==================== block 1
block_1/floorplan.png
Pins as bars on the die edge. Tap cells in gray.
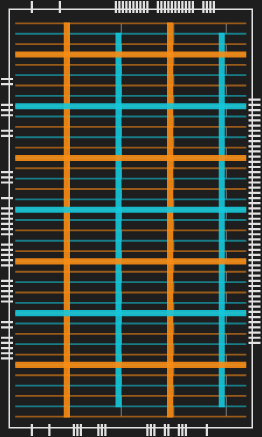
[config.mk]
export PLATFORM = sky130hd
export DESIGN_NAME = mlp_load_sequencer
export DESIGN_NICKNAME = d
export VERILOG_FILES = /design/src/rtl/mlp_load_sequencer.sv
export SDC_FILE = /design/constraint.sdc
export NUM_CORES = 1
export LEC_CHECK = 0
export CORE_ASPECT_RATIO = 1.75
export CORE_UTILIZATION = 41
export CTS_CLUSTER_DIAMETER = 100
export DETAILED_ROUTE_END_ITERATION = 10
export GPL_ROUTABILITY_DRIVEN = 0
export PLACE_DENSITY = 0.9
export SETUP_SLACK_MARGIN = 0.1
export SLEW_MARGIN = 40
export SYNTH_ARGS = -nofsm -noshare
export SYNTH_HDL_FRONTEND = slang
export SYNTH_SLANG_ARGS = --single-unit
[constraint.sdc]
create_clock -name clk -period 2.55 [get_ports clk]
set_input_delay 0.51 -clock clk [delete_from_list [all_inputs] [get_ports clk]]
set_output_delay 0.51 -clock clk [all_outputs]
set_load 0.05 [all_outputs]
[src/rtl/mlp_load_sequencer.sv]
// Streams the 8-layer MLP load sequence (1152 beats) from a 1-cycle operand SRAM; MLP_LOAD_CHKSUM_EN adds an XOR checksum.
// Latency: start at edge E0 -> first beat after E2; beats are back-to-back, done_o one cycle after the last beat.
// Backpressure: none, the stream is free-running once started; abort_i is the only way to stop a job early.
module mlp_load_sequencer #(
  parameter int ADDR_W = 11,
  parameter int ROWS   = 16,
  parameter int BEATS  = 8,
  parameter int LAYERS = 8
) (
  input  logic              clk,
  input  logic              rst,
  input  logic              start_i,
  input  logic              abort_i,
  output logic              mem_rd_en_o,
  output logic [ADDR_W-1:0] mem_addr_o,
  input  logic [31:0]       mem_rdata_i,
  output logic              load_en_o,
  output logic              load_type_o,
  output logic [31:0]       load_payload_o,
  output logic [3:0]        input_load_number_o,
  output logic [2:0]        layer_number_o,
  output logic [2:0]        weight_number_o,
  output logic              busy_o,
  output logic              done_o,
  output logic [31:0]       chksum_o
);

  typedef enum logic [2:0] {IDLE, L0_IN, L0_W, LN_W, FLUSH} state_t;

  state_t      state, state_n;
  logic [3:0]  row, row_n;
  logic [2:0]  beat, beat_n;
  logic [2:0]  layer, layer_n;
  logic        rd_en, rd_type, last_issue;
  logic        beat_end, row_end, layer_end;
  logic        accept, kill;
  logic [ADDR_W-1:0] in_addr, w_addr;

  // Read-stage tags, aligned with mem_rdata_i
  logic        s1_vld, s1_type, s1_last;
  logic [3:0]  s1_row;
  logic [2:0]  s1_layer, s1_beat;
  logic        o_last;

  assign beat_end  = (beat  == 3'(BEATS - 1));
  assign row_end   = (row   == 4'(ROWS - 1));
  assign layer_end = (layer == 3'(LAYERS - 1));

  assign busy_o = (state != IDLE) | s1_vld | load_en_o;
  assign accept = start_i & ~abort_i & ~busy_o & ~done_o;
  assign kill   = abort_i & busy_o;

  assign in_addr = ADDR_W'(row) * ADDR_W'(BEATS) + ADDR_W'(beat);
  assign w_addr  = ADDR_W'(ROWS * BEATS) + ADDR_W'(layer) * ADDR_W'(ROWS * BEATS) + in_addr;

  assign mem_rd_en_o = rd_en;
  assign mem_addr_o  = !rd_en ? '0 : (rd_type ? in_addr : w_addr);

  always_ff @(posedge clk) begin
    if (rst) begin
      state <= IDLE;
      row   <= '0;
      beat  <= '0;
      layer <= '0;
    end else begin
      state <= state_n;
      row   <= row_n;
      beat  <= beat_n;
      layer <= layer_n;
    end
  end

  always_comb begin
    state_n    = state;
    row_n      = row;
    beat_n     = beat;
    layer_n    = layer;
    rd_en      = 1'b0;
    rd_type    = 1'b0;
    last_issue = 1'b0;
    case (state)
      IDLE: begin
        if (accept) begin
          state_n = L0_IN;
          row_n   = '0;
          beat_n  = '0;
          layer_n = '0;
        end
      end
      L0_IN: begin
        rd_en   = 1'b1;
        rd_type = 1'b1;
        beat_n  = beat_end ? 3'd0 : beat + 3'd1;
        if (beat_end) state_n = L0_W;
      end
      L0_W: begin
        rd_en  = 1'b1;
        beat_n = beat_end ? 3'd0 : beat + 3'd1;
        if (beat_end) begin
          if (row_end) begin
            state_n = LN_W;
            row_n   = '0;
            layer_n = 3'd1;
          end else begin
            state_n = L0_IN;
            row_n   = row + 4'd1;
          end
        end
      end
      LN_W: begin
        rd_en  = 1'b1;
        beat_n = beat_end ? 3'd0 : beat + 3'd1;
        if (beat_end) begin
          row_n = row_end ? 4'd0 : row + 4'd1;
          if (row_end) begin
            // Layer counter parks at the last layer; the next accepted start clears it
            if (layer_end) begin
              state_n    = FLUSH;
              last_issue = 1'b1;
            end else begin
              layer_n = layer + 3'd1;
            end
          end
        end
      end
      FLUSH:   state_n = IDLE;
      default: state_n = IDLE;
    endcase
    if (kill) begin
      state_n = IDLE;
      row_n   = '0;
      beat_n  = '0;
      layer_n = '0;
    end
  end

  always_ff @(posedge clk) begin
    if (rst || kill) begin
      s1_vld   <= 1'b0;
      s1_type  <= 1'b0;
      s1_last  <= 1'b0;
      s1_row   <= '0;
      s1_layer <= '0;
      s1_beat  <= '0;
    end else begin
      s1_vld   <= rd_en;
      s1_type  <= rd_type;
      s1_last  <= last_issue;
      s1_row   <= row;
      s1_layer <= layer;
      s1_beat  <= rd_type ? 3'd0 : beat;
    end
  end

  // Output stage: idle cycles force every load_* field to zero
  always_ff @(posedge clk) begin
    if (rst || kill) begin
      load_en_o           <= 1'b0;
      load_type_o         <= 1'b0;
      load_payload_o      <= '0;
      input_load_number_o <= '0;
      layer_number_o      <= '0;
      weight_number_o     <= '0;
      o_last              <= 1'b0;
      done_o              <= 1'b0;
    end else begin
      load_en_o           <= s1_vld;
      load_type_o         <= s1_vld & s1_type;
      load_payload_o      <= s1_vld ? mem_rdata_i : 32'd0;
      input_load_number_o <= s1_vld ? s1_row : 4'd0;
      layer_number_o      <= s1_vld ? s1_layer : 3'd0;
      weight_number_o     <= s1_vld ? s1_beat : 3'd0;
      o_last              <= s1_vld & s1_last;
      done_o              <= o_last;
    end
  end

`ifdef MLP_LOAD_CHKSUM_EN
  logic [31:0] chk;

  always_ff @(posedge clk) begin
    if (rst || accept) begin
      chk <= '0;
    end else if (s1_vld && !kill) begin
      chk <= chk ^ mem_rdata_i;
    end
  end

  assign chksum_o = chk;
`else
  assign chksum_o = 32'h0;
`endif

endmodule

==> results.cfg <==
; implementation run metrics
[placed_design]
placement.setup.worst_slack_ps = 312
placement.cell_area_sq_um = 3650
place.detailed.hpwl_mm = 4.25
dp_cells = 428

[route]
routed-wl-met3_um = 480
drt_iter0_drc = 128
post_drt_via_cell_ratio = 4.77
detailroute.wirelength.met2_mm = 3.28
drtPass1Iterations = 4

[setup_path]
r2r_cells = 6
cp_data_required_time_ps = 2040
cp.depth = 5
cp_cell_sequence = nor2_2, or2_2, clkinvlp_4, and2_1, buf_12
slowest_stage_delay_cp_ps = 470
cp-endpoint = mem_addr_o[4]
cp.buffers_inverters = 2
critical_path.max_fanout = 12
cp_slowest_cell = dfxtp_2

[power]
pwr-share-seq_pct = 49.7
ir_drop_mv = 0.278
switching_power_uw = 662
leakagePower_uw = 0.00174
power.combinational.fraction_pct = 18.0

[floorplanning]
dieArea_sq_um = 6960
die-height_um = 110
row_count = 38
ioPinCount = 126
fp_util_pct = 43.2

[clock_network]
cts_setup_buffers = 0
clock_sink_count = 72
cts-root-to-sink-buffers = 2

[synth]
yosysMostFrequentCell = dfxtp_1
yosys_area_sq_um = 2710
syn-cell-area_sq_um = 2710
synthesis.area_per_instance_sq_um = 10.1
ys_top_logic_family = simple AND/OR/NAND/NOR gates
synth-async-reset-ratio_pct = 0
ys_sh_mux_pct = 1.66

[final_layout]
finish.cell_count_without_fillers = 445
numSequentialCells = 72
area.growth.synth_to_final_pct = 41.3
fin_nets = 402
antenna-diode-count = 0
clock_cell_area_share_pct = 4.34
buffers_excl_clock = 99

[global_routing]
grt_pass1_vias = 1991
grtUsageMet1_pct = 15.4
grt_first_pass_wirelength_mm = 9.09
grt_antenna_before_repair = 0

[final_timing]
worstMarginPinSlew_ps = 563
layout_min_cycle_time_ps = 2290

[status]
status = finished clean
## Picture notes: block_1/floorplan.png
net	color
VSS	orange
VDD	cyan
rows	38
met4 straps	4
met1 rails	39
met5 straps	7
signal pins	126


==================== block 2
block_2/clock_wires.png
Scale bar: 50 um.
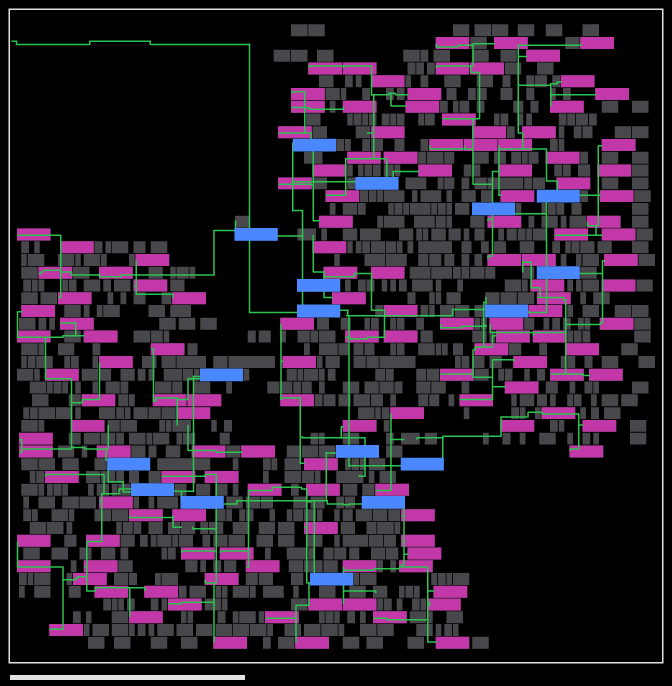
block_2/congestion_map.png
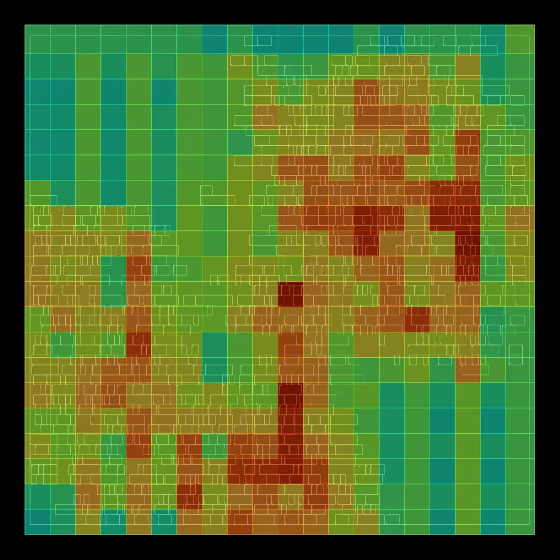
block_2/floorplan.png
Pins as bars on the die edge. Tap cells in gray.
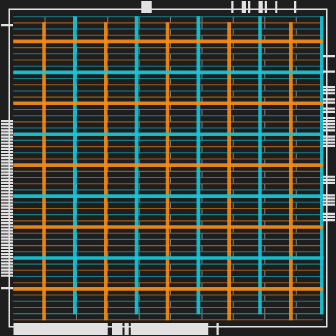
`src/rtl/wasm_pkg.sv`:
```
//==============================================================================
// Module   : wasm_pkg
// Brief    : Shared WebAssembly opcode constants, LEB128 limits and fetch states.
// Revision : 1.0 - initial release
//==============================================================================
`default_nettype none

package wasm_pkg;

   localparam logic [7:0] OP_END       = 8'h0B;
   localparam logic [7:0] OP_BR        = 8'h0C;
   localparam logic [7:0] OP_BR_IF     = 8'h0D;
   localparam logic [7:0] OP_CALL      = 8'h10;
   localparam logic [7:0] OP_LOCAL_GET = 8'h20;
   localparam logic [7:0] OP_LOCAL_SET = 8'h21;
   localparam logic [7:0] OP_LOCAL_TEE = 8'h22;
   localparam logic [7:0] OP_I32_CONST = 8'h41;

   localparam logic [7:0] CODE_BASE     = 8'h30;
   localparam int         LEB_MAX_BYTES = 5;

   typedef enum logic [2:0] {
      ST_IDLE      = 3'd0,
      ST_FETCH_OP  = 3'd1,
      ST_FETCH_IMM = 3'd2,
      ST_EMIT      = 3'd3,
      ST_ERROR     = 3'd4
   } fetch_state_t;

   function automatic logic op_has_imm(input logic [7:0] op);
      return op inside {OP_BR, OP_BR_IF, OP_CALL, OP_LOCAL_GET,
                        OP_LOCAL_SET, OP_LOCAL_TEE, OP_I32_CONST};
   endfunction

endpackage

`default_nettype wire

```
`src/rtl/leb128_decoder.sv`:
```
//==============================================================================
// Module   : leb128_decoder
// Brief    : Byte-serial LEB128 accumulator (signed/unsigned) with overlong detect.
// Revision : 1.0 - initial release
//==============================================================================
`default_nettype none

module leb128_decoder
   import wasm_pkg::*;
(
   input  logic        clk,
   input  logic        rst,
   input  logic        clear,
   input  logic        byte_valid,
   input  logic [7:0]  byte_in,
   input  logic        is_signed,
   output logic [31:0] acc,
   output logic        done,
   output logic        overflow
);

   localparam logic [2:0] LAST_IDX = 3'(LEB_MAX_BYTES - 1);

   logic [31:0] r_acc;
   logic [2:0]  r_idx;
   logic [5:0]  w_shift;
   logic [31:0] w_merged;

   // acc already includes the current byte so the final value is usable on done
   always_comb begin
      w_shift  = 6'(r_idx) * 6'd7;
      w_merged = r_acc | ({25'd0, byte_in[6:0]} << w_shift);
      acc      = w_merged;
      if (is_signed && !byte_in[7] && byte_in[6] && (r_idx < LAST_IDX))
         acc = w_merged | (32'hFFFF_FFFF << (w_shift + 6'd7));
   end

   assign done     = byte_valid && !byte_in[7];
   assign overflow = byte_valid && byte_in[7] && (r_idx == LAST_IDX);

   always_ff @(posedge clk) begin
      if (rst || clear) begin
         r_acc <= '0;
         r_idx <= '0;
      end else if (byte_valid && byte_in[7] && !overflow) begin
         r_acc <= w_merged;
         r_idx <= r_idx + 3'd1;
      end
   end

endmodule

`default_nettype wire

```
`src/rtl/wasm_fetch.sv`:
```
//==============================================================================
// Module   : wasm_fetch
// Brief    : WebAssembly opcode + LEB128 immediate fetch unit; redirect support
//            is compiled in only when WASM_FETCH_REDIRECT_EN is defined.
// Revision : 1.0 - initial release
//==============================================================================
`default_nettype none

module wasm_fetch
   import wasm_pkg::*;
(
   input  logic        clk,
   input  logic        rst,
   input  logic        rom_mapped,
   input  logic [31:0] first_instruction,
   output logic [31:0] mem_addr,
   output logic        mem_read_en,
   input  logic [7:0]  mem_data_out,
   input  logic        mem_ready,
   output logic        insn_valid,
   input  logic        insn_ready,
   output logic [7:0]  insn_opcode,
   output logic [31:0] insn_imm,
   output logic [31:0] insn_pc,
   input  logic        redirect_en,
   input  logic [31:0] redirect_addr,
   output logic        fetch_error
);

   fetch_state_t r_state;
   logic [31:0]  r_pc;
   logic         w_redirect;
   logic         w_byte;
   logic         w_imm_byte;
   logic         w_leb_clear;
   logic [31:0]  w_leb_acc;
   logic         w_leb_done;
   logic         w_leb_ovf;

`ifdef WASM_FETCH_REDIRECT_EN
   assign w_redirect = redirect_en &&
                       (r_state inside {ST_FETCH_OP, ST_FETCH_IMM, ST_EMIT});
`else
   logic w_unused_redirect;
   assign w_unused_redirect = redirect_en ^ (^redirect_addr);
   assign w_redirect        = 1'b0;
`endif

   assign mem_read_en = (r_state == ST_FETCH_OP) || (r_state == ST_FETCH_IMM);
   assign mem_addr    = r_pc;
   assign insn_valid  = (r_state == ST_EMIT);

   // A byte arriving alongside a redirect belongs to the abandoned stream
   assign w_byte      = mem_read_en && mem_ready && !w_redirect;
   assign w_imm_byte  = w_byte && (r_state == ST_FETCH_IMM);
   assign w_leb_clear = (r_state != ST_FETCH_IMM) || w_redirect;

   leb128_decoder u_leb (
      .clk        (clk),
      .rst        (rst),
      .clear      (w_leb_clear),
      .byte_valid (w_imm_byte),
      .byte_in    (mem_data_out),
      .is_signed  (insn_opcode == OP_I32_CONST),
      .acc        (w_leb_acc),
      .done       (w_leb_done),
      .overflow   (w_leb_ovf)
   );

   always_ff @(posedge clk) begin
      if (rst) begin
         r_state     <= ST_IDLE;
         r_pc        <= '0;
         insn_opcode <= '0;
         insn_imm    <= '0;
         insn_pc     <= '0;
         fetch_error <= 1'b0;
      end else if (w_redirect) begin
         r_pc    <= redirect_addr;
         r_state <= ST_FETCH_OP;
      end else begin
         if (w_byte)
            r_pc <= r_pc + 32'd1;
         case (r_state)
            ST_IDLE: begin
               if (rom_mapped) begin
                  r_pc    <= first_instruction;
                  r_state <= ST_FETCH_OP;
               end
            end
            ST_FETCH_OP: begin
               if (w_byte) begin
                  insn_opcode <= mem_data_out;
                  insn_pc     <= r_pc;
                  if (op_has_imm(mem_data_out)) begin
                     r_state <= ST_FETCH_IMM;
                  end else begin
                     insn_imm <= '0;
                     r_state  <= ST_EMIT;
                  end
               end
            end
            ST_FETCH_IMM: begin
               if (w_leb_ovf) begin
                  fetch_error <= 1'b1;
                  r_state     <= ST_ERROR;
               end else if (w_leb_done) begin
                  insn_imm <= w_leb_acc;
                  r_state  <= ST_EMIT;
               end
            end
            ST_EMIT: begin
               if (insn_ready)
                  r_state <= ST_FETCH_OP;
            end
            ST_ERROR: r_state <= ST_ERROR;
            default:  r_state <= ST_IDLE;
         endcase
      end
   end

endmodule

`default_nettype wire

```
`config.mk`:
```
export PLATFORM = sky130hd
export DESIGN_NAME = wasm_fetch
export DESIGN_NICKNAME = d
export VERILOG_FILES = /design/src/rtl/wasm_pkg.sv /design/src/rtl/leb128_decoder.sv /design/src/rtl/wasm_fetch.sv
export SDC_FILE = /design/constraint.sdc
export NUM_CORES = 1
export LEC_CHECK = 0
export ABC_CLOCK_PERIOD_IN_PS = 3920
export CAP_MARGIN = 20
export CORE_UTILIZATION = 35
export CTS_CLUSTER_SIZE = 16
export DETAILED_ROUTE_END_ITERATION = 16
export PLACE_DENSITY = 0.73
export SKIP_LAST_GASP = 1
export SLEW_MARGIN = 20
export SYNTH_ARGS = -nofsm -noshare
export SYNTH_HDL_FRONTEND = slang
export SYNTH_SLANG_ARGS = --single-unit
```
`constraint.sdc`:
```
create_clock -name clk -period 3.92 [get_ports clk]
set_input_delay 0.784 -clock clk [delete_from_list [all_inputs] [get_ports clk]]
set_output_delay 0.784 -clock clk [all_outputs]
set_load 0.005 [all_outputs]
```
==> results.cfg <==
; implementation run metrics
[status]
status = finished clean

[power]
leakagePower_uw = 0.00299
power.combinational.fraction_pct = 9.7
clock_network_fraction_of_design_power_pct = 45.1

[setup_path]
worstSetupPathType = register to register
critical_path.endpoint_type = register
startpoint_type = register

[final_layout]
finish.cell_count_without_fillers = 1150
comb-cell-share_pct = 38.3

[final_timing]
timing.setup.tns_ps = 0
slew_violations = 0

[placed_design]
placement.cell_area_sq_um = 8190
dp_cells = 1117

[synth]
synthFlopType = dfxtp_1
synth_warnings = 0

[global_routing]
grt_max_degree = 65

[floorplanning]
num_tap_cells = 229

[run]
warning_count = 65

[clock_network]
htree_levels = 4
About block_2/clock_wires.png:
[flip-flops] magenta | count: 143
[clock-net drivers] blue | count: 17
[clock wires] green | length: 1,850 um
flops lie	all over the die
routed clock nets	18

About block_2/congestion_map.png:
global-route track usage on met3: 6.01%
most crowded layer after global routing: met2
global-route total usage across every layer: 19.8%
met2 capacity usage during global routing: 31.4%

About block_2/floorplan.png:
net	color
VSS	orange
VDD	cyan
met1 rails	50
rows	49


==================== block 3
block_3/floorplan.png
Pins as bars on the die edge. Tap cells in gray.
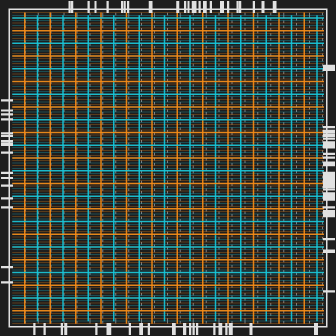
<file path="config.mk">
export PLATFORM = sky130hd
export DESIGN_NAME = dma_tx_framer
export DESIGN_NICKNAME = d
export VERILOG_FILES = /design/src/rtl/dma_pkg.sv /design/src/rtl/sync_fifo64.sv /design/src/rtl/dma_tx_framer.sv
export SDC_FILE = /design/constraint.sdc
export NUM_CORES = 1
export LEC_CHECK = 0
export ABC_CLOCK_PERIOD_IN_PS = 14800
export CORE_MARGIN = 2
export CORE_UTILIZATION = 42
export CTS_BUF_LIST = sky130_fd_sc_hd__clkbuf_4 sky130_fd_sc_hd__clkbuf_8
export CTS_CLUSTER_DIAMETER = 60
export DETAILED_ROUTE_END_ITERATION = 8
export PLACE_DENSITY = 0.57
export SYNTH_ARGS = -nofsm -noshare
export SYNTH_HDL_FRONTEND = slang
export SYNTH_SLANG_ARGS = --single-unit
</file>
<file path="constraint.sdc">
create_clock -name pl_clk -period 14.8 [get_ports pl_clk]
set_input_delay 1.48 -clock pl_clk [delete_from_list [all_inputs] [get_ports pl_clk]]
set_output_delay 1.48 -clock pl_clk [all_outputs]
set_load 0.1 [all_outputs]
</file>
<file path="src/rtl/dma_pkg.sv">
// Shared encodings and constants for the DMA transmit framer.
package dma_pkg;

  typedef enum logic [2:0] {
    ST_IDLE   = 3'd0,
    ST_HDR0   = 3'd1,
    ST_HDR1   = 3'd2,
    ST_PAY_HI = 3'd3,
    ST_PAY_LO = 3'd4,
    ST_TRAIL  = 3'd5
  } state_t;

  localparam logic [31:0] HDR_MAGIC0   = 32'hDEADBEEF;
  localparam logic [31:0] HDR_MAGIC1   = 32'hFFFFFFFF;
  localparam logic [31:0] TRAILER_WORD = 32'h0000_0000;
  localparam logic [3:0]  TKEEP_ALL    = 4'hF;

endpackage

</file>
<file path="src/rtl/sync_fifo64.sv">
// 64-bit single-clock FWFT FIFO. Besides the head it exposes the upper half of
// the entry behind the head, so the framer can preload the next payload beat
// in the same cycle it pops.
module sync_fifo64 #(
  parameter int DEPTH_LOG2 = 4
) (
  input  logic                  pl_clk,
  input  logic                  nreset,
  input  logic                  push,
  input  logic [63:0]           wr_data,
  input  logic                  pop,
  output logic [63:0]           head,
  output logic [31:0]           next_hi,
  output logic [DEPTH_LOG2:0]   count,
  output logic                  full,
  output logic                  empty
);

  localparam int DEPTH = 1 << DEPTH_LOG2;
  localparam int CW    = DEPTH_LOG2 + 1;

  logic [63:0]           mem [DEPTH];
  logic [DEPTH_LOG2-1:0] wr_ptr, rd_ptr, rd_ptr_p1;
  logic                  do_push, do_pop;

  assign do_push   = push && !full;
  assign do_pop    = pop && !empty;
  assign rd_ptr_p1 = rd_ptr + DEPTH_LOG2'(1);
  assign head      = mem[rd_ptr];
  assign next_hi   = mem[rd_ptr_p1][63:32];
  assign full      = (count == CW'(DEPTH));
  assign empty     = (count == '0);

  // Storage array; contents are don't-care until written, so no reset.
  always_ff @(posedge pl_clk) begin
    if (do_push) mem[wr_ptr] <= wr_data;
  end

  // Pointers and occupancy; simultaneous push/pop leaves count unchanged.
  always_ff @(posedge pl_clk or negedge nreset) begin
    if (!nreset) begin
      wr_ptr <= '0;
      rd_ptr <= '0;
      count  <= '0;
    end else begin
      if (do_push) wr_ptr <= wr_ptr + DEPTH_LOG2'(1);
      if (do_pop)  rd_ptr <= rd_ptr_p1;
      case ({do_push, do_pop})
        2'b10:   count <= count + CW'(1);
        2'b01:   count <= count - CW'(1);
        default: count <= count;
      endcase
    end
  end

endmodule

</file>
<file path="src/rtl/dma_tx_framer.sv">
// Packs buffered 64-bit records into AXI-Stream frames:
// DEADBEEF, FFFFFFFF, {hi,lo} per record, then a zero trailer with tlast.
// Stream outputs are registered and preloaded with the next beat on each
// handshake so tvalid never gaps inside a frame.
module dma_tx_framer
  import dma_pkg::*;
#(
  parameter int DEPTH_LOG2    = 4,
  parameter int FRAME_ENTRIES = 8,
  parameter int TIMEOUT       = 1024
) (
  input  logic        pl_clk,
  input  logic        nreset,
  input  logic [63:0] in_data,
  input  logic        in_valid,
  output logic        in_ready,
  input  logic        flush,
  output logic [31:0] m_tdata,
  output logic [3:0]  m_tkeep,
  output logic        m_tlast,
  output logic        m_tvalid,
  input  logic        m_tready,
  output logic        busy,
  output logic [15:0] frame_count,
  output logic [7:0]  led
);

  localparam int CW = DEPTH_LOG2 + 1;
  localparam int TW = $clog2(TIMEOUT);

  state_t          state, state_nxt;
  logic [CW-1:0]   n, n_nxt;
  logic [TW-1:0]   tcnt, tcnt_nxt;
  logic            flush_pend, flush_pend_nxt;
  logic [31:0]     tdata_nxt;
  logic            tlast_nxt, tvalid_nxt;
  logic            pop, fc_inc, hs, launch, partial;

  logic [63:0]     head;
  logic [31:0]     next_hi;
  logic [CW-1:0]   count;
  logic            fifo_full, fifo_empty;

  sync_fifo64 #(.DEPTH_LOG2(DEPTH_LOG2)) u_fifo (
    .pl_clk  (pl_clk),
    .nreset  (nreset),
    .push    (in_valid && in_ready),
    .wr_data (in_data),
    .pop     (pop),
    .head    (head),
    .next_hi (next_hi),
    .count   (count),
    .full    (fifo_full),
    .empty   (fifo_empty)
  );

  assign in_ready = !fifo_full;
  assign m_tkeep  = TKEEP_ALL;
  assign busy     = (state != ST_IDLE);
  assign hs       = m_tvalid && m_tready;
  assign partial  = (count != '0) && (count < CW'(FRAME_ENTRIES));
  assign led      = {state[2:0], flush_pend, in_ready, fifo_empty, fifo_full, m_tvalid};

  // Next state, next output beat, launch decision and frame bookkeeping.
  always_comb begin
    state_nxt      = state;
    n_nxt          = n;
    tcnt_nxt       = '0;
    flush_pend_nxt = flush_pend | (flush && (state != ST_IDLE));
    tdata_nxt      = m_tdata;
    tlast_nxt      = m_tlast;
    tvalid_nxt     = m_tvalid;
    pop            = 1'b0;
    fc_inc         = 1'b0;
    launch         = 1'b0;
    case (state)
      ST_IDLE: begin
        if (partial) tcnt_nxt = tcnt + TW'(1);
        launch = (count >= CW'(FRAME_ENTRIES)) || (tcnt == TW'(TIMEOUT - 1)) ||
                 ((flush || flush_pend) && (count != '0));
        if (launch) begin
          n_nxt          = (count >= CW'(FRAME_ENTRIES)) ? CW'(FRAME_ENTRIES) : count;
          flush_pend_nxt = 1'b0;
          tcnt_nxt       = '0;
          state_nxt      = ST_HDR0;
          tdata_nxt      = HDR_MAGIC0;
          tlast_nxt      = 1'b0;
          tvalid_nxt     = 1'b1;
        end
      end
      ST_HDR0: if (hs) begin
        state_nxt = ST_HDR1;
        tdata_nxt = HDR_MAGIC1;
      end
      ST_HDR1: if (hs) begin
        state_nxt = ST_PAY_HI;
        tdata_nxt = head[63:32];
      end
      ST_PAY_HI: if (hs) begin
        state_nxt = ST_PAY_LO;
        tdata_nxt = head[31:0];
      end
      ST_PAY_LO: if (hs) begin
        pop   = 1'b1;
        n_nxt = n - CW'(1);
        if (n != CW'(1)) begin
          // head is being popped this cycle, so the entry behind it is next
          state_nxt = ST_PAY_HI;
          tdata_nxt = next_hi;
        end else begin
          state_nxt = ST_TRAIL;
          tdata_nxt = TRAILER_WORD;
          tlast_nxt = 1'b1;
        end
      end
      ST_TRAIL: if (hs) begin
        fc_inc     = 1'b1;
        state_nxt  = ST_IDLE;
        tdata_nxt  = '0;
        tlast_nxt  = 1'b0;
        tvalid_nxt = 1'b0;
      end
      default: begin
        state_nxt  = ST_IDLE;
        tdata_nxt  = '0;
        tlast_nxt  = 1'b0;
        tvalid_nxt = 1'b0;
      end
    endcase
  end

  // State register, counters and registered stream outputs.
  always_ff @(posedge pl_clk or negedge nreset) begin
    if (!nreset) begin
      state       <= ST_IDLE;
      n           <= '0;
      tcnt        <= '0;
      flush_pend  <= 1'b0;
      m_tdata     <= '0;
      m_tlast     <= 1'b0;
      m_tvalid    <= 1'b0;
      frame_count <= '0;
    end else begin
      state      <= state_nxt;
      n          <= n_nxt;
      tcnt       <= tcnt_nxt;
      flush_pend <= flush_pend_nxt;
      m_tdata    <= tdata_nxt;
      m_tlast    <= tlast_nxt;
      m_tvalid   <= tvalid_nxt;
      if (fc_inc) frame_count <= frame_count + 16'd1;
    end
  end

endmodule

</file>
==> results.cfg <==
; implementation run metrics
[setup_path]
worst-endpoint-arrival_ps = 5810
startpoint_type = register
r2r_cells = 8
cp_slowest_cell = dfrtp_4
cpLargestDelayFamily = buffers and inverters
cp.depth = 8
cp.buffers_inverters = 3
r2r-start = u_fifo.rd_ptr[0]
crit-reg2reg-capture = m_tdata[4]
slowest_stage_delay_cp_ps = 1050
cp_data_required_time_ps = 15470
worstSetupPathType = register to register

[power]
power-per-cell-area_nw_per_um2 = 133
switching_power_uw = 1700
combinationalPower_uw = 579
p_clk_uw = 2720
clock_network_fraction_of_design_power_pct = 38.2
sequentialPower_uw = 3820
leakagePower_uw = 0.0168
internal_cell_power_uw = 5420

[final_layout]
mostFrequentLayoutCell = edfxtp_1
dominant-cell-class = sequential cells
sh_seq_area_pct = 61.4
largest-register = u_fifo.mem
drive_above_1_share_pct = 30.4
layout.comb_gates.multi_input = 1001
numSequentialCells = 1106
inverters_excl_clock = 17
largest_register_ff_count = 1024
registers_with_the_most_flip_flops = u_fifo.mem: 1024 flops, m_tdata: 32 flops, frame_count: 16 flops
buf_share_pct = 3.24
antenna-diode-count = 1
clockBufferCount = 259

[global_routing]
grt_max_degree = 129
groute.layer.met3.usage_pct = 4.90
grt_pass1_vias = 25536

[floorplanning]
row_count = 122
num_tap_cells = 1488
core_sq_um = 111000

[synth]
adder_share_pct = 0.348
synth_cells = 2280
synth_cell_type_count = 60
yosys.area_share.aoi_pct = 3.01
synthSimpleGateAreaFrac_pct = 2.33
ys_top_cells_by_area = edfxtp_1, mux4_2, dfrtp_1
edf_count = 1024
syn-cell-area_sq_um = 46700
synth_sequential_area_ratio_pct = 70.2
synth.yosys.num_cells = 2280

[final_timing]
report.final.setup_viol = 0
finalHoldViolCount = 0
whs_ps = 470
worstMarginPinSlew_ps = 1150
clock.fmax_mhz = 195

[route]
drt_iter0_drc = 2463
post_drt_via_cell_ratio = 6.00
detail_route.drc_violations = 0
top_layer_used = met5
wl_met1_mm = 52.8
route.vias.total = 24805
drtPass1Iterations = 5

[status]
status = finished clean

[clock_network]
clock_latency_ps = 840
hold_buffers = 0
cts_buffers = 179
clock_tree.root_cell = clkbuf_8

[placed_design]
placement.setup.worst_slack_ps = 9590

[worst_hold_path]
hold-path-cell-count = 1

[run]
cap_viol_max_count = 0
About block_3/floorplan.png:
net	color
VDD	cyan
VSS	orange
tap cells	1,488
signal pins	133
rows	122
met4 straps	24
met1 rails	123


==================== block 4
block_4/floorplan.png
Pins as bars on the die edge. Tap cells in gray.
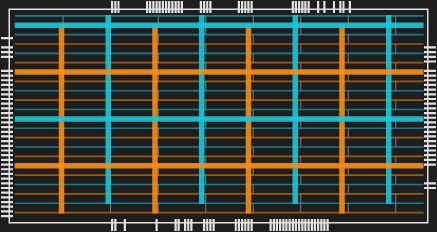
block_4/class_map.png
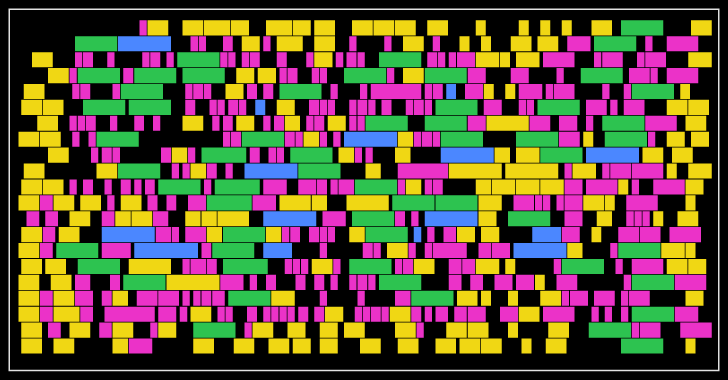
**src/rtl/stack_op_controller.sv**
```systemverilog
// rtl/stack_op_controller.sv - stack operation sequencer driving SP strobes and data memory port
// Optional range checking on PUSH/CALL/POP/RET is enabled by defining STACK_BOUNDS_CHECK_EN.
module stack_op_controller #(
    parameter logic [7:0] SP_TOP      = 8'hF0,
    parameter logic [7:0] SP_LIMIT_LO = 8'h80
) (
    input  logic        clk,
    input  logic        reset,
    input  logic        op_valid,
    output logic        op_ready,
    input  logic [2:0]  op_code,
    input  logic [15:0] op_data,
    input  logic [15:0] pc_ret,
    input  logic [7:0]  sp,
    output logic        SP_load_en,
    output logic [7:0]  SP_load,
    output logic        inr_SP,
    output logic        dcr_SP,
    output logic [7:0]  mem_addr,
    output logic        mem_we,
    output logic        mem_re,
    output logic [15:0] mem_wdata,
    input  logic [15:0] mem_rdata,
    output logic        pc_load_en,
    output logic [15:0] pc_load,
    output logic [15:0] pop_data,
    output logic        done,
    output logic        err,
    output logic [1:0]  err_code
);

    typedef enum logic [2:0] {IDLE, DEC, WRITE, READ, CAPT, LOAD, FIN} state_t;

    localparam logic [2:0] OP_NOP  = 3'b000;
    localparam logic [2:0] OP_PUSH = 3'b001;
    localparam logic [2:0] OP_POP  = 3'b010;
    localparam logic [2:0] OP_CALL = 3'b011;
    localparam logic [2:0] OP_RET  = 3'b100;
    localparam logic [2:0] OP_LDSP = 3'b101;

    localparam logic [1:0] EC_NONE  = 2'b00;
    localparam logic [1:0] EC_ILL   = 2'b01;
    localparam logic [1:0] EC_OVER  = 2'b10;
    localparam logic [1:0] EC_UNDER = 2'b11;

    state_t      state, next_state;
    logic [2:0]  op_q;
    logic [15:0] data_q;
    logic [15:0] ret_q;
    logic [1:0]  fin_code_q, fin_code_d;
    logic [15:0] pop_q;
    logic [1:0]  err_code_q;
    logic [1:0]  cur_code;
    logic        accept;
    logic        bound_en;
    logic        overflow, underflow;

`ifdef STACK_BOUNDS_CHECK_EN
    assign bound_en = 1'b1;
`else
    assign bound_en = 1'b0;
`endif

    // Range decisions use the SP value present at accept time.
    assign overflow  = bound_en && (sp <= SP_LIMIT_LO);
    assign underflow = bound_en && (sp >= SP_TOP);
    assign accept    = op_valid && (state == IDLE);

    always_comb begin
        next_state = state;
        fin_code_d = EC_NONE;
        case (state)
            IDLE: if (accept) begin
                case (op_code)
                    OP_NOP:  next_state = FIN;
                    OP_PUSH, OP_CALL: begin
                        next_state = overflow ? FIN : DEC;
                        fin_code_d = overflow ? EC_OVER : EC_NONE;
                    end
                    OP_POP, OP_RET: begin
                        next_state = underflow ? FIN : READ;
                        fin_code_d = underflow ? EC_UNDER : EC_NONE;
                    end
                    OP_LDSP: next_state = LOAD;
                    default: begin
                        next_state = FIN;
                        fin_code_d = EC_ILL;
                    end
                endcase
            end
            DEC:     next_state = WRITE;
            READ:    next_state = CAPT;
            WRITE, CAPT, LOAD, FIN: next_state = IDLE;
            default: next_state = IDLE;
        endcase
    end

    always_ff @(posedge clk) begin
        if (reset) begin
            state      <= IDLE;
            op_q       <= OP_NOP;
            data_q     <= 16'h0000;
            ret_q      <= 16'h0000;
            fin_code_q <= EC_NONE;
            pop_q      <= 16'h0000;
            err_code_q <= EC_NONE;
        end else begin
            state <= next_state;
            if (accept) begin
                op_q       <= op_code;
                data_q     <= op_data;
                ret_q      <= pc_ret;
                fin_code_q <= fin_code_d;
            end
            if (done)
                err_code_q <= cur_code;
            if (state == CAPT && op_q == OP_POP)
                pop_q <= mem_rdata;
        end
    end

    always_comb begin
        op_ready   = (state == IDLE);
        SP_load_en = 1'b0;
        SP_load    = 8'h00;
        inr_SP     = 1'b0;
        dcr_SP     = 1'b0;
        mem_addr   = 8'h00;
        mem_we     = 1'b0;
        mem_re     = 1'b0;
        mem_wdata  = 16'h0000;
        pc_load_en = 1'b0;
        pc_load    = 16'h0000;
        pop_data   = pop_q;
        done       = 1'b0;
        err        = 1'b0;
        cur_code   = EC_NONE;
        case (state)
            DEC: dcr_SP = 1'b1;
            WRITE: begin
                mem_addr = sp;
                mem_we   = 1'b1;
                done     = 1'b1;
                if (op_q == OP_CALL) begin
                    mem_wdata  = ret_q;
                    pc_load_en = 1'b1;
                    pc_load    = data_q;
                end else begin
                    mem_wdata = data_q;
                end
            end
            READ: begin
                mem_addr = sp;
                mem_re   = 1'b1;
            end
            CAPT: begin
                inr_SP = 1'b1;
                done   = 1'b1;
                if (op_q == OP_RET) begin
                    pc_load_en = 1'b1;
                    pc_load    = mem_rdata;
                end else begin
                    pop_data = mem_rdata;
                end
            end
            LOAD: begin
                SP_load_en = 1'b1;
                SP_load    = data_q[7:0];
                done       = 1'b1;
            end
            FIN: begin
                done     = 1'b1;
                cur_code = fin_code_q;
                err      = (fin_code_q != EC_NONE);
            end
            default: ;
        endcase
        // err_code tracks the completing op during done, otherwise holds the last result.
        err_code = done ? cur_code : err_code_q;
    end

endmodule

```
**config.mk**
```make
export PLATFORM = sky130hd
export DESIGN_NAME = stack_op_controller
export DESIGN_NICKNAME = d
export VERILOG_FILES = /design/src/rtl/stack_op_controller.sv
export SDC_FILE = /design/constraint.sdc
export NUM_CORES = 1
export LEC_CHECK = 0
export CAP_MARGIN = 0
export CORE_ASPECT_RATIO = 0.5
export CORE_UTILIZATION = 42
export DETAILED_ROUTE_END_ITERATION = 12
export HOLD_SLACK_MARGIN = 0.12
export MAX_ROUTING_LAYER = met4
export PLACE_DENSITY_LB_ADDON = 0.08
export SLEW_MARGIN = 20
export SYNTH_ARGS = -nofsm -noshare
export SYNTH_HDL_FRONTEND = slang
export SYNTH_SLANG_ARGS = --single-unit
```
**constraint.sdc**
```tcl
create_clock -name clk -period 2.5 [get_ports clk]
set_clock_uncertainty 0.2 [all_clocks]
set_input_delay 0.5 -clock clk [delete_from_list [all_inputs] [get_ports clk]]
set_output_delay 0.5 -clock clk [all_outputs]
set_load 0.005 [all_outputs]
```
==> results.cfg <==
; implementation run metrics
[final_layout]
stdcell_area_sq_um = 4990
mi_logic_area_sq_um = 1740
clock_cell_area_share_pct = 5.95
dominant-cell-class = combinational gates
finish.cell_count_without_fillers = 635
sh_seq_area_pct = 23.0

[setup_path]
crit-reg2reg-capture = pop_q[3]
cp.depth = 6
worst-r2r-setup-slack_ps = 510
cp-endpoint = pop_data[0]
cp_data_required_time_ps = 1800

[final_timing]
report.final.setup_viol = 33
post-route-worst-setup-slack_ps = -361
timing.slew.headroom_pct = 78.0
min_period_over_period_pct = 114

[synth]
synth-async-reset-ratio_pct = 0
synth_cell_type_count = 36
edf_count = 0
synth_cells = 379
ys_top_logic_family = simple AND/OR/NAND/NOR gates
yosys_area_sq_um = 2980
synth_warnings = 0
ys_top_cells_by_area = dfxtp_1, nand2_1, a21oi_1

[route]
wl_met1_mm = 4.45
postRouteWirelength_mm = 9.35

[status]
status = complete, but fails checks
violations = setup timing

[floorplanning]
die.size.x_um = 121
fp_util_pct = 43.9
core_sq_um = 6780

[clock_network]
hold_buffers = 0
cts-root-to-sink-buffers = 2
cts_buffers = 9
clock_transition_time_at_the_flip_flop_clock_pins_of_the_worst_setup_and_hold_paths_ps = 50
cts_repair_resize_count = 84

[run]
cap_viol_max_count = 0

[global_routing]
global_route.usage.met2_pct = 37.4
grtUsageMet1_pct = 32.3

[placed_design]
dp_cells = 601

[power]
largestPowerGroup = clock
report.power.total_uw = 2650
## Picture notes: block_4/floorplan.png
net	color
VDD	cyan
VSS	orange
rows	21
met5 straps	4
tap cells	92

## Picture notes: block_4/class_map.png
class	color	cells	share of their area
remaining logic cells	magenta	295	36%
remaining buffers and delay cells	yellow	176	34%
clock drivers and dummy loads	blue	15	6.1%
registers	green	57	24%


==================== block 5
block_5/floorplan.png
Pins as bars on the die edge. Tap cells in gray.
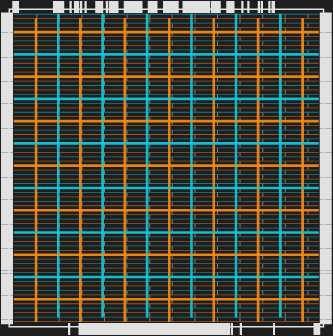
block_5/class_map.png
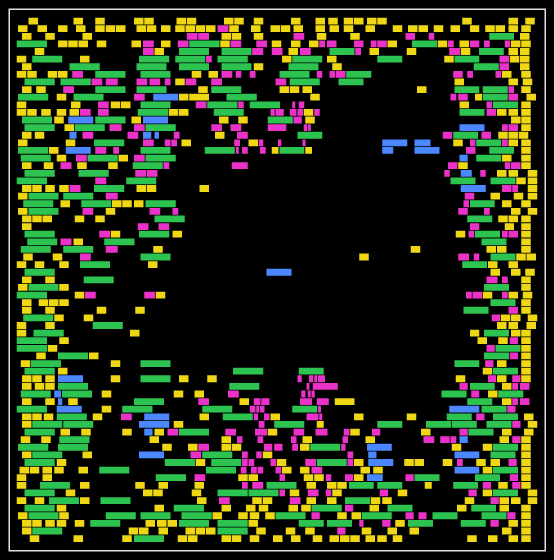
### src/rtl/mem_map_pkg.sv
// Shared memory map and arbiter state encoding for the fetch/data memory arbiter,
// used by the control unit and by the testbench.
package mem_map_pkg;

    localparam logic [63:0] IM_TOP_DEF  = 64'h2000;
    localparam logic [63:0] DM_BASE_DEF = 64'h2000;
    localparam logic [63:0] DM_TOP_DEF  = 64'hA000;

    localparam int IM_IDX_W = 11;
    localparam int DM_IDX_W = 12;

    typedef enum logic [1:0] {
        IDLE   = 2'd0,
        IF_ACC = 2'd1,
        D_ACC  = 2'd2,
        RESP   = 2'd3
    } arb_state_t;

    typedef enum logic {
        REQ_IF = 1'b0,
        REQ_D  = 1'b1
    } req_id_t;

endpackage

### src/rtl/mem_region_decode.sv
// Combinational decode of a latched byte address into instruction/data memory
// indices, plus legality checks for a fetch or a data access.
module mem_region_decode
    import mem_map_pkg::*;
#(
    parameter logic [63:0] IM_TOP  = IM_TOP_DEF,
    parameter logic [63:0] DM_BASE = DM_BASE_DEF,
    parameter logic [63:0] DM_TOP  = DM_TOP_DEF
) (
    input  logic [63:0]         addr,
    output logic                fetch_ok,
    output logic                data_ok,
    output logic [IM_IDX_W-1:0] im_idx,
    output logic [DM_IDX_W-1:0] dm_idx
);

    assign fetch_ok = (addr < IM_TOP) && (addr[1:0] == 2'b00);
    assign data_ok  = (addr >= DM_BASE) && (addr < DM_TOP) && (addr[2:0] == 3'b000);

    assign im_idx = addr[IM_IDX_W+1:2];
    // DM_BASE is doubleword aligned, so the low three bits never borrow.
    assign dm_idx = addr[DM_IDX_W+2:3] - DM_BASE[DM_IDX_W+2:3];

endmodule

### src/rtl/mem_arbiter.sv
// Single-outstanding arbiter sharing one access slot between instruction fetch
// and data load/store ports; every transaction takes IDLE -> ACC -> RESP.
module mem_arbiter
    import mem_map_pkg::*;
#(
    parameter logic [63:0] IM_TOP  = IM_TOP_DEF,
    parameter logic [63:0] DM_BASE = DM_BASE_DEF,
    parameter logic [63:0] DM_TOP  = DM_TOP_DEF
) (
    input  logic                clk,
    input  logic                reset,
    input  logic                if_req,
    input  logic [63:0]         if_addr,
    output logic                if_ack,
    output logic [31:0]         if_rdata,
    output logic                if_err,
    input  logic                d_req,
    input  logic                d_we,
    input  logic [63:0]         d_addr,
    input  logic [63:0]         d_wdata,
    output logic                d_ack,
    output logic [63:0]         d_rdata,
    output logic                d_err,
    output logic [IM_IDX_W-1:0] im_addr,
    input  logic [31:0]         im_rdata,
    output logic [DM_IDX_W-1:0] dm_addr,
    output logic                dm_we,
    output logic [63:0]         dm_wdata,
    input  logic [63:0]         dm_rdata
);

    arb_state_t          state_q, state_d;
    req_id_t             id_q;
    req_id_t             last_q;
    logic [63:0]         addr_q;
    logic [63:0]         wdata_q;
    logic                we_q;
    logic [63:0]         rdata_q;
    logic                err_q;

    logic                gnt_d, gnt_if;
    logic                fetch_ok, data_ok;
    logic [IM_IDX_W-1:0] im_idx;
    logic [DM_IDX_W-1:0] dm_idx;

    mem_region_decode #(
        .IM_TOP  (IM_TOP),
        .DM_BASE (DM_BASE),
        .DM_TOP  (DM_TOP)
    ) u_decode (
        .addr     (addr_q),
        .fetch_ok (fetch_ok),
        .data_ok  (data_ok),
        .im_idx   (im_idx),
        .dm_idx   (dm_idx)
    );

    // last_q remembers the winner of the last contested grant only, so an
    // uncontested transaction never shifts the round-robin order.
    assign gnt_d  = d_req && (!if_req || (last_q == REQ_IF));
    assign gnt_if = if_req && !gnt_d;

    always_comb begin
        state_d = state_q;
        im_addr = '0;
        dm_addr = '0;
        dm_we   = 1'b0;
        if_ack  = 1'b0;
        d_ack   = 1'b0;
        case (state_q)
            IDLE: begin
                if (gnt_d)       state_d = D_ACC;
                else if (gnt_if) state_d = IF_ACC;
            end
            IF_ACC: begin
                im_addr = im_idx;
                state_d = RESP;
            end
            D_ACC: begin
                dm_addr = dm_idx;
                dm_we   = we_q && data_ok;
                state_d = RESP;
            end
            RESP: begin
                if_ack  = (id_q == REQ_IF);
                d_ack   = (id_q == REQ_D);
                state_d = IDLE;
            end
            default: state_d = IDLE;
        endcase
    end

    always_ff @(posedge clk or posedge reset) begin
        if (reset) begin
            state_q <= IDLE;
            id_q    <= REQ_IF;
            last_q  <= REQ_IF;
            rdata_q <= '0;
            err_q   <= 1'b0;
        end else begin
            state_q <= state_d;
            if ((state_q == IDLE) && (gnt_d || gnt_if)) begin
                id_q <= gnt_d ? REQ_D : REQ_IF;
                if (if_req && d_req) last_q <= gnt_d ? REQ_D : REQ_IF;
            end
            if (state_q == IF_ACC) begin
                rdata_q <= fetch_ok ? {32'b0, im_rdata} : 64'b0;
                err_q   <= !fetch_ok;
            end
            if (state_q == D_ACC) begin
                rdata_q <= (data_ok && !we_q) ? dm_rdata : 64'b0;
                err_q   <= !data_ok;
            end
        end
    end

    // Request payload is captured every IDLE cycle; only the grant edge matters.
    always_ff @(posedge clk) begin
        if (state_q == IDLE) begin
            addr_q  <= gnt_d ? d_addr : if_addr;
            we_q    <= gnt_d && d_we;
            wdata_q <= d_wdata;
        end
    end

    assign dm_wdata = wdata_q;
    assign if_rdata = rdata_q[31:0];
    assign d_rdata  = rdata_q;
    assign if_err   = if_ack && err_q;
    assign d_err    = d_ack && err_q;

endmodule

### config.mk
export PLATFORM = sky130hd
export DESIGN_NAME = mem_arbiter
export DESIGN_NICKNAME = d
export VERILOG_FILES = /design/src/rtl/mem_map_pkg.sv /design/src/rtl/mem_region_decode.sv /design/src/rtl/mem_arbiter.sv
export SDC_FILE = /design/constraint.sdc
export NUM_CORES = 1
export LEC_CHECK = 0
export ABC_AREA = 0
export CORE_AREA = 2 2 189 191
export DETAILED_ROUTE_END_ITERATION = 10
export DIE_AREA = 0 0 191 193
export SKIP_CTS_REPAIR_TIMING = 1
export SLEW_MARGIN = 20
export SYNTH_ARGS = -nofsm -noshare
export SYNTH_HDL_FRONTEND = slang
export SYNTH_SLANG_ARGS = --single-unit
### constraint.sdc
create_clock -name clk -period 4.6 [get_ports clk]
set_input_delay 0.92 -clock clk [delete_from_list [all_inputs] [get_ports clk]]
set_output_delay 0.92 -clock clk [all_outputs]
set_load 0.03 [all_outputs]
==> results.cfg <==
; implementation run metrics
[global_routing]
global_route.usage.met2_pct = 30.1
grt_pass1_vias = 6309

[placed_design]
globalplace.congestion = 0.780

[route]
postRouteWirelength_mm = 29.8
drtPass1Iterations = 4
routed_length_per_instance_um = 20.9

[final_layout]
clock_cell_area_share_pct = 4.41
finish.cell_count_without_fillers = 1425
mi_logic_area_sq_um = 2120
sh_seq_area_pct = 40.6
mostFrequentLayoutCell = clkdlybuf4s50_1
comb-cell-share_pct = 15.3
clockBufferCount = 17

[synth]
synth_cells = 500
ys_top_cells_by_area = edfxtp_1, dfrtp_1, mux2_2
synth-seq-cells = 198
post-synth-top-area-cell = edfxtp_1
synth.yosys.num_cells = 500
synth_sequential_area_ratio_pct = 69.2
ys_sh_mux_pct = 8.91
floorplan.nets = 799

[clock_network]
clock_sink_count = 198
htree_levels = 4
cts-root-to-sink-buffers = 2
cts_buffers = 17

[final_timing]
min_period_over_period_pct = 85.2
fin_skew_ps = 12.1

[setup_path]
cp_data_required_time_ps = 3680
critical_path.endpoint_type = output pin

[floorplanning]
die.size.x_um = 191
die-height_um = 193
fp_util_pct = 23.1

[power]
leakagePower_uw = 0.00507
largestPowerGroup = registers
switching_power_uw = 2170

[status]
status = finished clean
## Picture notes: block_5/floorplan.png
net	color
VDD	cyan
VSS	orange
met5 straps	13
tap cells	461
met1 rails	70

## Picture notes: block_5/class_map.png
class	color	cells	share of their area
registers	green	198	42%
remaining buffers and delay cells	yellow	487	37%
remaining logic cells	magenta	246	16%
clock drivers and dummy loads	blue	32	4.6%



==> screenshots <==
Placed cells, one color a class.
panel A
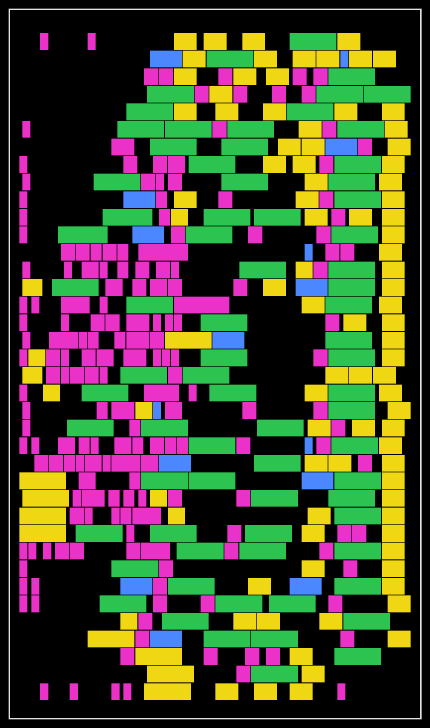
panel B
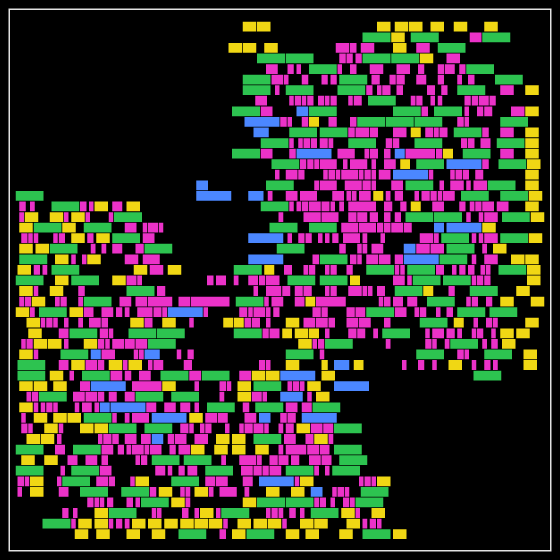
panel C
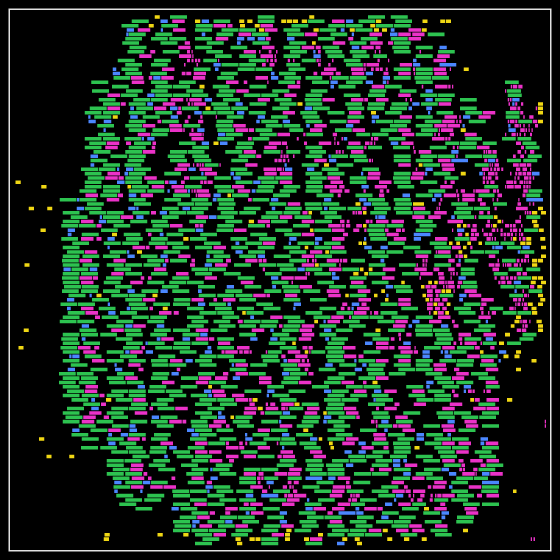
Of these, fewest sequential cells: panel A
Of these, most cells: panel C
panel B -> block 2
panel C -> block 3
panel A -> block 1

Key to panel A:
class	color	cells	share of their area
remaining logic cells	magenta	179	28%
remaining buffers and delay cells	yellow	99	28%
registers	green	72	39%
clock drivers and dummy loads	blue	15	4.5%

Power and IR drop assume default switching activity.
